# ---- block 1 ----
### Placed cells, one color a class, block 1

The bar under the picture is 20 um long.
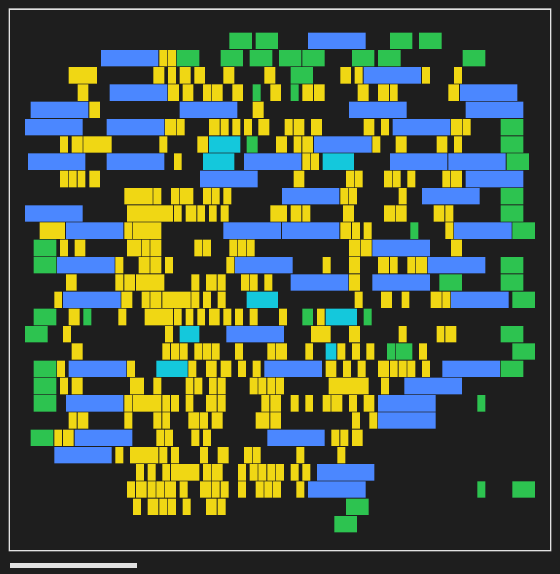

--- src/rtl/seq_divider.sv ---
// seq_divider: 8-bit restoring divider, one shift cycle and one subtract cycle per quotient bit.
// Define SEQ_DIVIDER_SIGNED_EN for two's-complement operands; default build is unsigned.
module seq_divider (
    input  logic       Clk,
    input  logic       Reset_n,
    input  logic       Start,
    input  logic [7:0] Dividend,
    input  logic [7:0] Divisor,
    output logic [7:0] Quotient,
    output logic [7:0] Remainder,
    output logic       Busy,
    output logic       Done,
    output logic       DivZero
);
    localparam logic [2:0] S_IDLE  = 3'd0;
    localparam logic [2:0] S_PREP  = 3'd1;
    localparam logic [2:0] S_SHIFT = 3'd2;
    localparam logic [2:0] S_SUB   = 3'd3;
    localparam logic [2:0] S_FIX   = 3'd4;
    localparam logic [2:0] S_DONE  = 3'd5;

    logic [2:0] state_q, state_d;
    logic [8:0] a_q, a_d;
    logic [7:0] q_q, q_d, m_q, m_d;
    logic [2:0] cnt_q, cnt_d;
    logic [7:0] quot_q, quot_d, rem_q, rem_d;
    logic       dz_q, dz_d;
    logic       sgnq_q, sgnr_q;
    logic [9:0] diff;
    logic [7:0] q_fix, r_fix;

    function automatic logic [7:0] neg8(input logic [7:0] v);
        return ~v + 8'd1;
    endfunction

`ifdef SEQ_DIVIDER_SIGNED_EN
    logic sgnq_d, sgnr_d;

    function automatic logic [7:0] mag8(input logic [7:0] v);
        return v[7] ? neg8(v) : v;
    endfunction

    always_ff @(posedge Clk or negedge Reset_n) begin
        if (!Reset_n) begin
            sgnq_q <= 1'b0;
            sgnr_q <= 1'b0;
        end else begin
            sgnq_q <= sgnq_d;
            sgnr_q <= sgnr_d;
        end
    end
`else
    assign sgnq_q = 1'b0;
    assign sgnr_q = 1'b0;
`endif

    // Bit 9 of the 10-bit difference is the borrow: set means restore.
    assign diff  = {1'b0, a_q} - {2'b0, m_q};
    assign q_fix = sgnq_q ? neg8(q_q) : q_q;
    assign r_fix = sgnr_q ? neg8(a_q[7:0]) : a_q[7:0];

    always_comb begin
        state_d = state_q;
        a_d     = a_q;
        q_d     = q_q;
        m_d     = m_q;
        cnt_d   = cnt_q;
        quot_d  = quot_q;
        rem_d   = rem_q;
        dz_d    = dz_q;
`ifdef SEQ_DIVIDER_SIGNED_EN
        sgnq_d  = sgnq_q;
        sgnr_d  = sgnr_q;
`endif
        case (state_q)
            S_IDLE: if (Start) begin
                q_d     = Dividend;
                m_d     = Divisor;
                a_d     = 9'd0;
                cnt_d   = 3'd0;
                state_d = S_PREP;
            end
            S_PREP: if (m_q == 8'd0) begin
                quot_d  = 8'hFF;
                rem_d   = q_q;
                dz_d    = 1'b1;
                state_d = S_DONE;
            end else begin
`ifdef SEQ_DIVIDER_SIGNED_EN
                sgnq_d = q_q[7] ^ m_q[7];
                sgnr_d = q_q[7];
                q_d    = mag8(q_q);
                m_d    = mag8(m_q);
`endif
                state_d = S_SHIFT;
            end
            S_SHIFT: begin
                a_d     = {a_q[7:0], q_q[7]};
                q_d     = {q_q[6:0], 1'b0};
                state_d = S_SUB;
            end
            S_SUB: begin
                if (!diff[9]) a_d = diff[8:0];
                q_d     = {q_q[7:1], ~diff[9]};
                cnt_d   = cnt_q + 3'd1;
                state_d = (cnt_q == 3'd7) ? S_FIX : S_SHIFT;
            end
            // Correction and result load share one edge so DONE sees fixed values.
            S_FIX: begin
                q_d     = q_fix;
                a_d     = {1'b0, r_fix};
                quot_d  = q_fix;
                rem_d   = r_fix;
                dz_d    = 1'b0;
                state_d = S_DONE;
            end
            S_DONE: if (!Start) state_d = S_IDLE;
            default: state_d = S_IDLE;
        endcase
    end

    always_ff @(posedge Clk or negedge Reset_n) begin
        if (!Reset_n) begin
            state_q <= S_IDLE;
            a_q     <= 9'd0;
            q_q     <= 8'd0;
            m_q     <= 8'd0;
            cnt_q   <= 3'd0;
            quot_q  <= 8'd0;
            rem_q   <= 8'd0;
            dz_q    <= 1'b0;
        end else begin
            state_q <= state_d;
            a_q     <= a_d;
            q_q     <= q_d;
            m_q     <= m_d;
            cnt_q   <= cnt_d;
            quot_q  <= quot_d;
            rem_q   <= rem_d;
            dz_q    <= dz_d;
        end
    end

    assign Quotient  = quot_q;
    assign Remainder = rem_q;
    assign DivZero   = dz_q;
    assign Done      = (state_q == S_DONE);
    assign Busy      = (state_q == S_PREP) || (state_q == S_SHIFT) ||
                       (state_q == S_SUB)  || (state_q == S_FIX);
endmodule
--- config.mk ---
export PLATFORM = sky130hd
export DESIGN_NAME = seq_divider
export DESIGN_NICKNAME = d
export VERILOG_FILES = /design/src/rtl/seq_divider.sv
export SDC_FILE = /design/constraint.sdc
export NUM_CORES = 1
export LEC_CHECK = 0
export ABC_AREA = 1
export CAP_MARGIN = 25
export CORE_MARGIN = 2
export CORE_UTILIZATION = 40
export CTS_CLUSTER_SIZE = 8
export DETAILED_ROUTE_END_ITERATION = 10
export GPL_TIMING_DRIVEN = 0
export RECOVER_POWER = 100
export SETUP_SLACK_MARGIN = 0.1
export SLEW_MARGIN = 20
export SYNTH_ARGS = -nofsm -noshare
export SYNTH_HDL_FRONTEND = slang
export SYNTH_SLANG_ARGS = --single-unit
export TNS_END_PERCENT = 20
--- constraint.sdc ---
create_clock -name Clk -period 4.5 [get_ports Clk]
set_clock_uncertainty 0.2 [all_clocks]
set_input_delay 0.45 -clock Clk [delete_from_list [all_inputs] [get_ports Clk]]
set_output_delay 0.45 -clock Clk [all_outputs]
set_load 0.05 [all_outputs]
# ---- block 2 ----
File: src/rtl/wb_port_arbiter.sv
`default_nettype none
// ============================================================================
// Module   : wb_port_arbiter
// Purpose  : Round-robin arbiter that gives the single register-file write
//            port to one of NUM_REQ per-thread MEM/WB stages each cycle.
// Revision : 1.0 - initial release
// ============================================================================
module wb_port_arbiter #(
  parameter int NUM_REQ = 4,
  parameter int DATA_W  = 32,
  parameter int REG_W   = 5
) (
  input  logic                         clk,
  input  logic                         rst,
  input  logic [NUM_REQ-1:0]           req_valid,
  output logic [NUM_REQ-1:0]           req_ready,
  input  logic [NUM_REQ*REG_W-1:0]     req_reg_dst,
  input  logic [NUM_REQ*DATA_W-1:0]    req_alu,
  input  logic [NUM_REQ*DATA_W-1:0]    req_lmd,
  input  logic [NUM_REQ-1:0]           req_mem_write,
  input  logic [NUM_REQ-1:0]           req_alu_write,
  input  logic                         rf_hold,
  output logic                         rf_we,
  output logic [$clog2(NUM_REQ)-1:0]   rf_tid,
  output logic [REG_W-1:0]             rf_waddr,
  output logic [DATA_W-1:0]            rf_wdata
);

  localparam int c_TID_W = $clog2(NUM_REQ);

  logic [c_TID_W-1:0] r_rr_ptr;
  logic               r_we;
  logic [c_TID_W-1:0] r_tid;
  logic [REG_W-1:0]   r_waddr;
  logic [DATA_W-1:0]  r_wdata;

  logic               w_found;
  logic [c_TID_W-1:0] w_gidx;
  logic [c_TID_W-1:0] w_scan_idx;
  logic [NUM_REQ-1:0] w_grant;
  logic [REG_W-1:0]   w_dst;
  logic [DATA_W-1:0]  w_data;
  logic               w_mw;
  logic               w_aw;
  logic               w_we;

  // Scan from the round-robin pointer; the first valid requester wins.
  always_comb begin
    w_found    = 1'b0;
    w_gidx     = '0;
    w_scan_idx = '0;
    w_grant    = '0;
    if (!rst && !rf_hold) begin
      for (int k = 0; k < NUM_REQ; k++) begin
        w_scan_idx = c_TID_W'((int'(r_rr_ptr) + k) % NUM_REQ);
        if (!w_found && req_valid[w_scan_idx]) begin
          w_found = 1'b1;
          w_gidx  = w_scan_idx;
        end
      end
    end
    if (w_found) begin
      w_grant[w_gidx] = 1'b1;
    end
  end

  assign req_ready = w_grant;

  always_comb begin
    w_dst  = req_reg_dst[int'(w_gidx)*REG_W +: REG_W];
    w_mw   = req_mem_write[w_gidx];
    w_aw   = req_alu_write[w_gidx];
    w_data = w_mw ? req_lmd[int'(w_gidx)*DATA_W +: DATA_W]
                  : req_alu[int'(w_gidx)*DATA_W +: DATA_W];
    // Writes to r0 and flagless requests are consumed without a write.
    w_we   = w_found && (w_mw || w_aw) && (w_dst != '0);
  end

  always_ff @(posedge clk or posedge rst) begin
    if (rst) begin
      r_rr_ptr <= '0;
      r_we     <= 1'b0;
      r_tid    <= '0;
      r_waddr  <= '0;
      r_wdata  <= '0;
    end else begin
      r_we <= w_we;
      if (w_found) begin
        r_rr_ptr <= c_TID_W'((int'(w_gidx) + 1) % NUM_REQ);
      end
      if (w_we) begin
        r_tid   <= w_gidx;
        r_waddr <= w_dst;
        r_wdata <= w_data;
      end
    end
  end

  assign rf_we    = r_we;
  assign rf_tid   = r_tid;
  assign rf_waddr = r_waddr;
  assign rf_wdata = r_wdata;

endmodule
`default_nettype wire

File: config.mk
export PLATFORM = sky130hd
export DESIGN_NAME = wb_port_arbiter
export DESIGN_NICKNAME = d
export VERILOG_FILES = /design/src/rtl/wb_port_arbiter.sv
export SDC_FILE = /design/constraint.sdc
export NUM_CORES = 1
export LEC_CHECK = 0
export CORE_MARGIN = 10
export CORE_UTILIZATION = 32
export DETAILED_ROUTE_END_ITERATION = 8
export PLACE_DENSITY = 0.78
export SLEW_MARGIN = 0
export SYNTH_ARGS = -nofsm -noshare
export SYNTH_HDL_FRONTEND = slang
export SYNTH_SLANG_ARGS = --single-unit
File: constraint.sdc
create_clock -name clk -period 2.65 [get_ports clk]
set_input_delay 0.53 -clock clk [delete_from_list [all_inputs] [get_ports clk]]
set_output_delay 0.53 -clock clk [all_outputs]
set_load 0.05 [all_outputs]

==> notes/layouts.md <==
Pictures saved along the way, in no particular order.

M1 wires.
Supply wires on this layer in gray.
shot_01.png
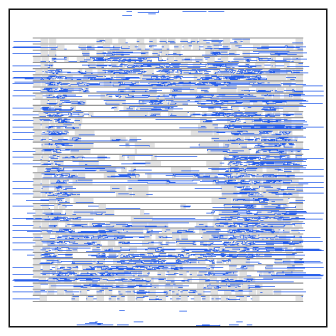
shot_02.png
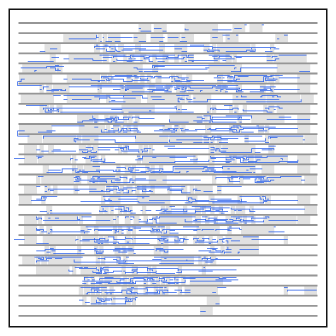
shot_01.png: block 2
shot_02.png: block 1

### Placed cells, one color a class, block 2

The bar under the picture is 50 um long.
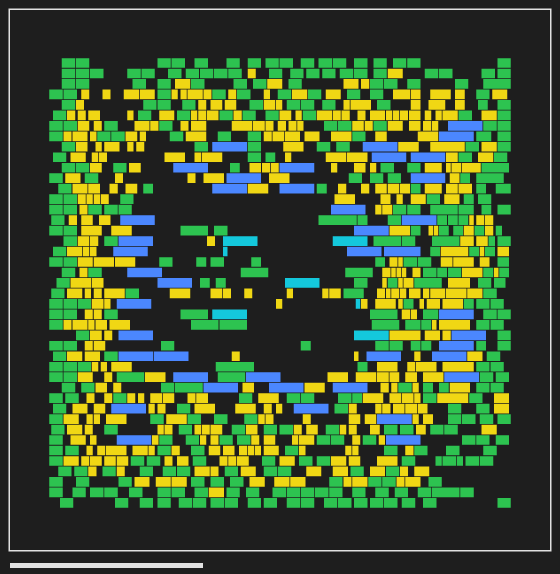
- yellow: all other logic (cells 394; share of their area 39%)
- cyan: clock drivers and dummy loads (cells 7; share of their area 1.5%)
- green: other buffers and delay cells (cells 396; share of their area 47%)
- blue: flops (cells 42; share of their area 12%)

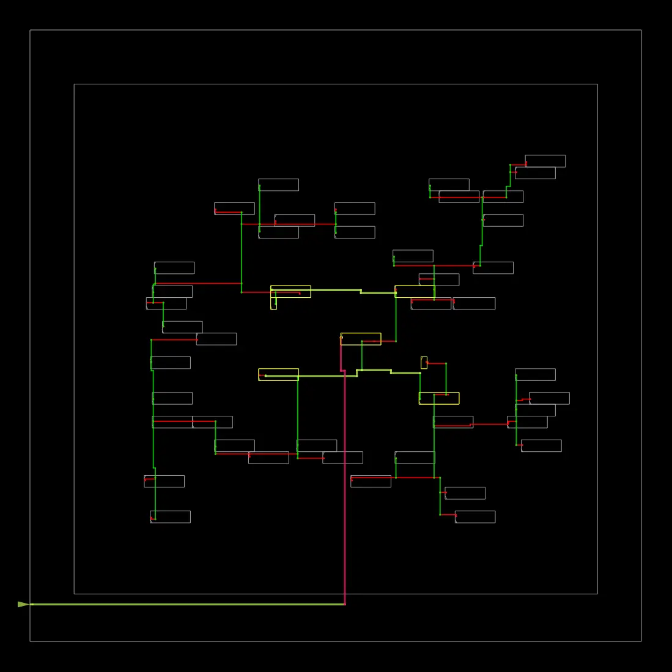
*The clock network, block 2*
Latency at later pin: 0.28 ns
clk sinks: 42
flop count: 42
Clock buffer cells: 7

==> flow_summary.json, block 2 <==
{
  "met2WireLength_um": 12150,
  "final_cell_mix": "322 x clkdlybuf4s50_1, 66 x mux2_2, 64 x o21ai_0",
  "cts-root-buf": "clkbuf_16",
  "slew_headroom": 0.5956,
  "syn_to_final_growth_pct": 92.62,
  "violations": "setup timing",
  "simple_gate_area_frac": 0.1117,
  "fp_util": 0.3295,
  "worst_slack_ns": -0.3331,
  "status": "complete, but fails checks",
  "critPathMaxFanout": 8,
  "p_int_mw": 2.836,
  "finalCriticalPeriod_ns": 2.983,
  "dp.cells": 998,
  "yosysUniqueCellTypes": 41,
  "rows": 43,
  "cts_buffer_depth": 2,
  "drt-initial-drc-count": 485,
  "drt_wl_total_um": 24590,
  "whs_path_depth": 1,
  "switching_share": 0.4367,
  "cap_violations": 0,
  "grt_max_degree": 71,
  "wl_met3_um": 2258,
  "setup_violations": 44,
  "track_usage": 0.2321,
  "crit_slowest_cell": "dfrtp_2"
}
==> block 2: cell type report <==
class | instances | share of cell area
tap | 180 | 0.02527
inverter | 5 | 0.002948
clock buffer | 7 | 0.01488
antenna | 1 | 0.0002808
multi-input combinational | 389 | 0.3813
sequential | 42 | 0.1181
timing repair buffer | 396 | 0.4573
==> block 2: routing by layer <==
| layer | GRT usage | vias up |
|---|---|---|
| met1 | 0.2658 | 2834 |
| li1 | - | 2603 |
| met5 | 0 | - |
| met2 | 0.4074 | 343 |
| met3 | 0.07066 | 39 |
| met4 | 0.06196 | 0 |
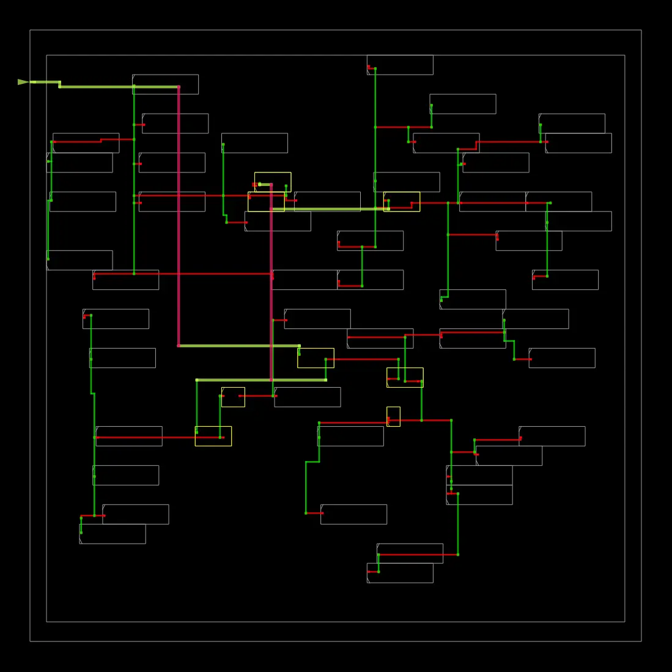
*The clock network, block 1*
clk sinks: 48
Latency at later pin: 0.31 ns

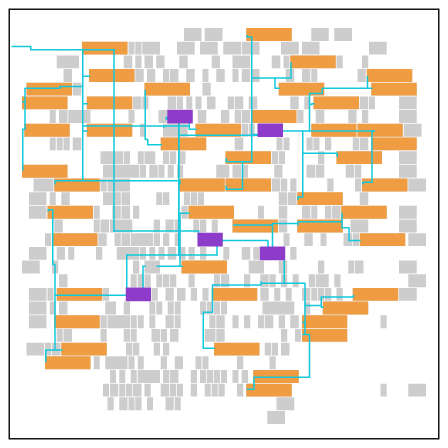
*Clock wires, drivers and flops, block 1*
- purple: cells driving clock nets (count 5)
- orange: flip-flops (count 48)
- cyan: clock wires (length 636 um)
- routed clock nets: 6

About 'Placed cells, one color a class' of block 1:
- cyan: clock drivers and dummy loads (cells 8; share of their area 3.1%)
- blue: flops (cells 48; share of their area 39%)
- green: other buffers and delay cells (cells 48; share of their area 14%)
- yellow: all other logic (cells 291; share of their area 44%)

==> flow_summary.json, block 1 <==
{
  "ir_drop_uv": 423.6,
  "combinationalPowerShare": 0.555,
  "finalCriticalPeriod_ns": 3.064,
  "port_buffers": 37,
  "dpl_worst_slack_ns": 2.066,
  "synth_top_area_share": 0.4565,
  "reg2reg_depth": 9,
  "violations": "capacitance limit, slew limit",
  "final_cell_mix": "110 x nand2_1, 48 x dfrtp_1, 36 x inv_1",
  "status": "complete, but fails checks",
  "diodes": 0,
  "p_int_mw": 1.124,
  "muxShareOfSynthArea": 0.004280,
  "clkbuf_count": 6,
  "cap_violations": 1,
  "die_height_um": 85.11,
  "cp_num_buf_inv": 3,
  "nFillCells": 642,
  "hp-class": "flip-flop to flip-flop",
  "seq_share": 0.3803,
  "p_comb_mw": 1.23,
  "core-area_mm2": 0.006350,
  "place_congestion": 0.8279,
  "drt_wl_total_um": 6050,
  "r2r_end": "a_q[6]",
  "hold_start": "DivZero",
  "synthTopLogicFamily": "simple AND/OR/NAND/NOR gates",
  "slew_viol_final": 32
}
-- block 1: metal layers --
metal,up-vias,routed length [um],GRT usage
met5,-,0,0
met4,0,63,0.04762
met3,5,198,0.03599
met2,36,2768,0.2770
met1,999,3020,0.2623
li1,1207,-,-
-- block 1: Yosys cell counts (all sizes together) --
library cell and n:
nand2 110, dfrtp 48, inv 40, nor2 35
o21ai 32, a21oi 31, nand3 25, ha 10
buf 7, clkbuf 2, nor3 2, fa 1
mux2 1, nand4 1, o211ai 1, o22ai 1
or2 1


==> notes/layouts.md <==
Pictures saved along the way, in no particular order.

Sizing map.
image #1
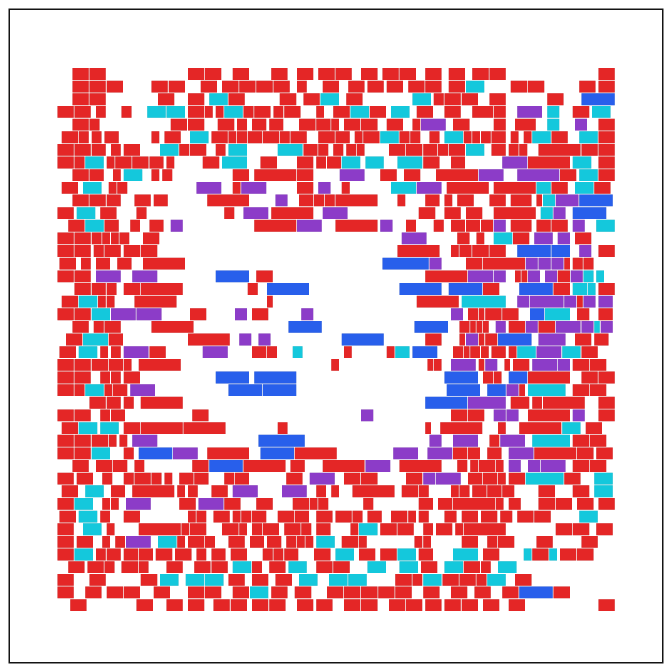
image #2
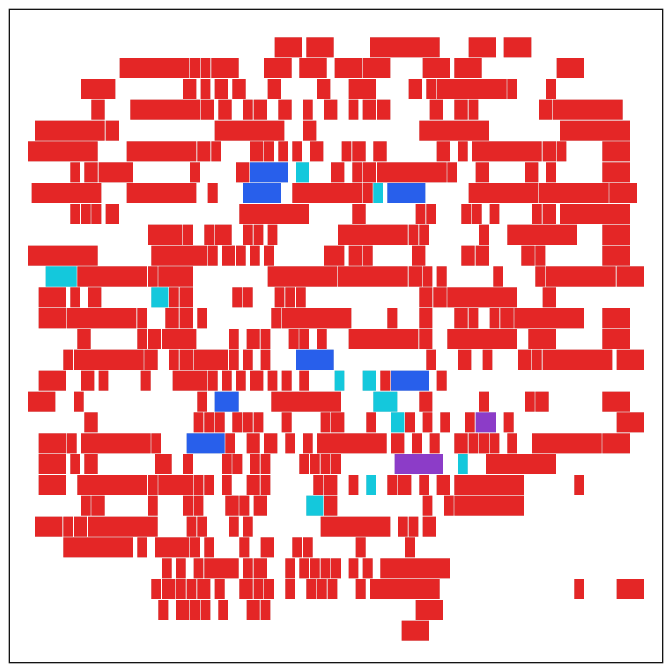
The one with the most cells is image #1.
block 2 -> image #1
block 1 -> image #2

Key to image #1:
- red: drive 1 or less (cells 626; share 75%; most used clkdlybuf4s50_1)
- blue: drive 6 and up (cells 31; share 3.7%; most used buf_12)
- purple: drive 3 to 4 (cells 89; share 11%; most used buf_4)
- cyan: drive 2 (cells 93; share 11%; most used mux2_2)

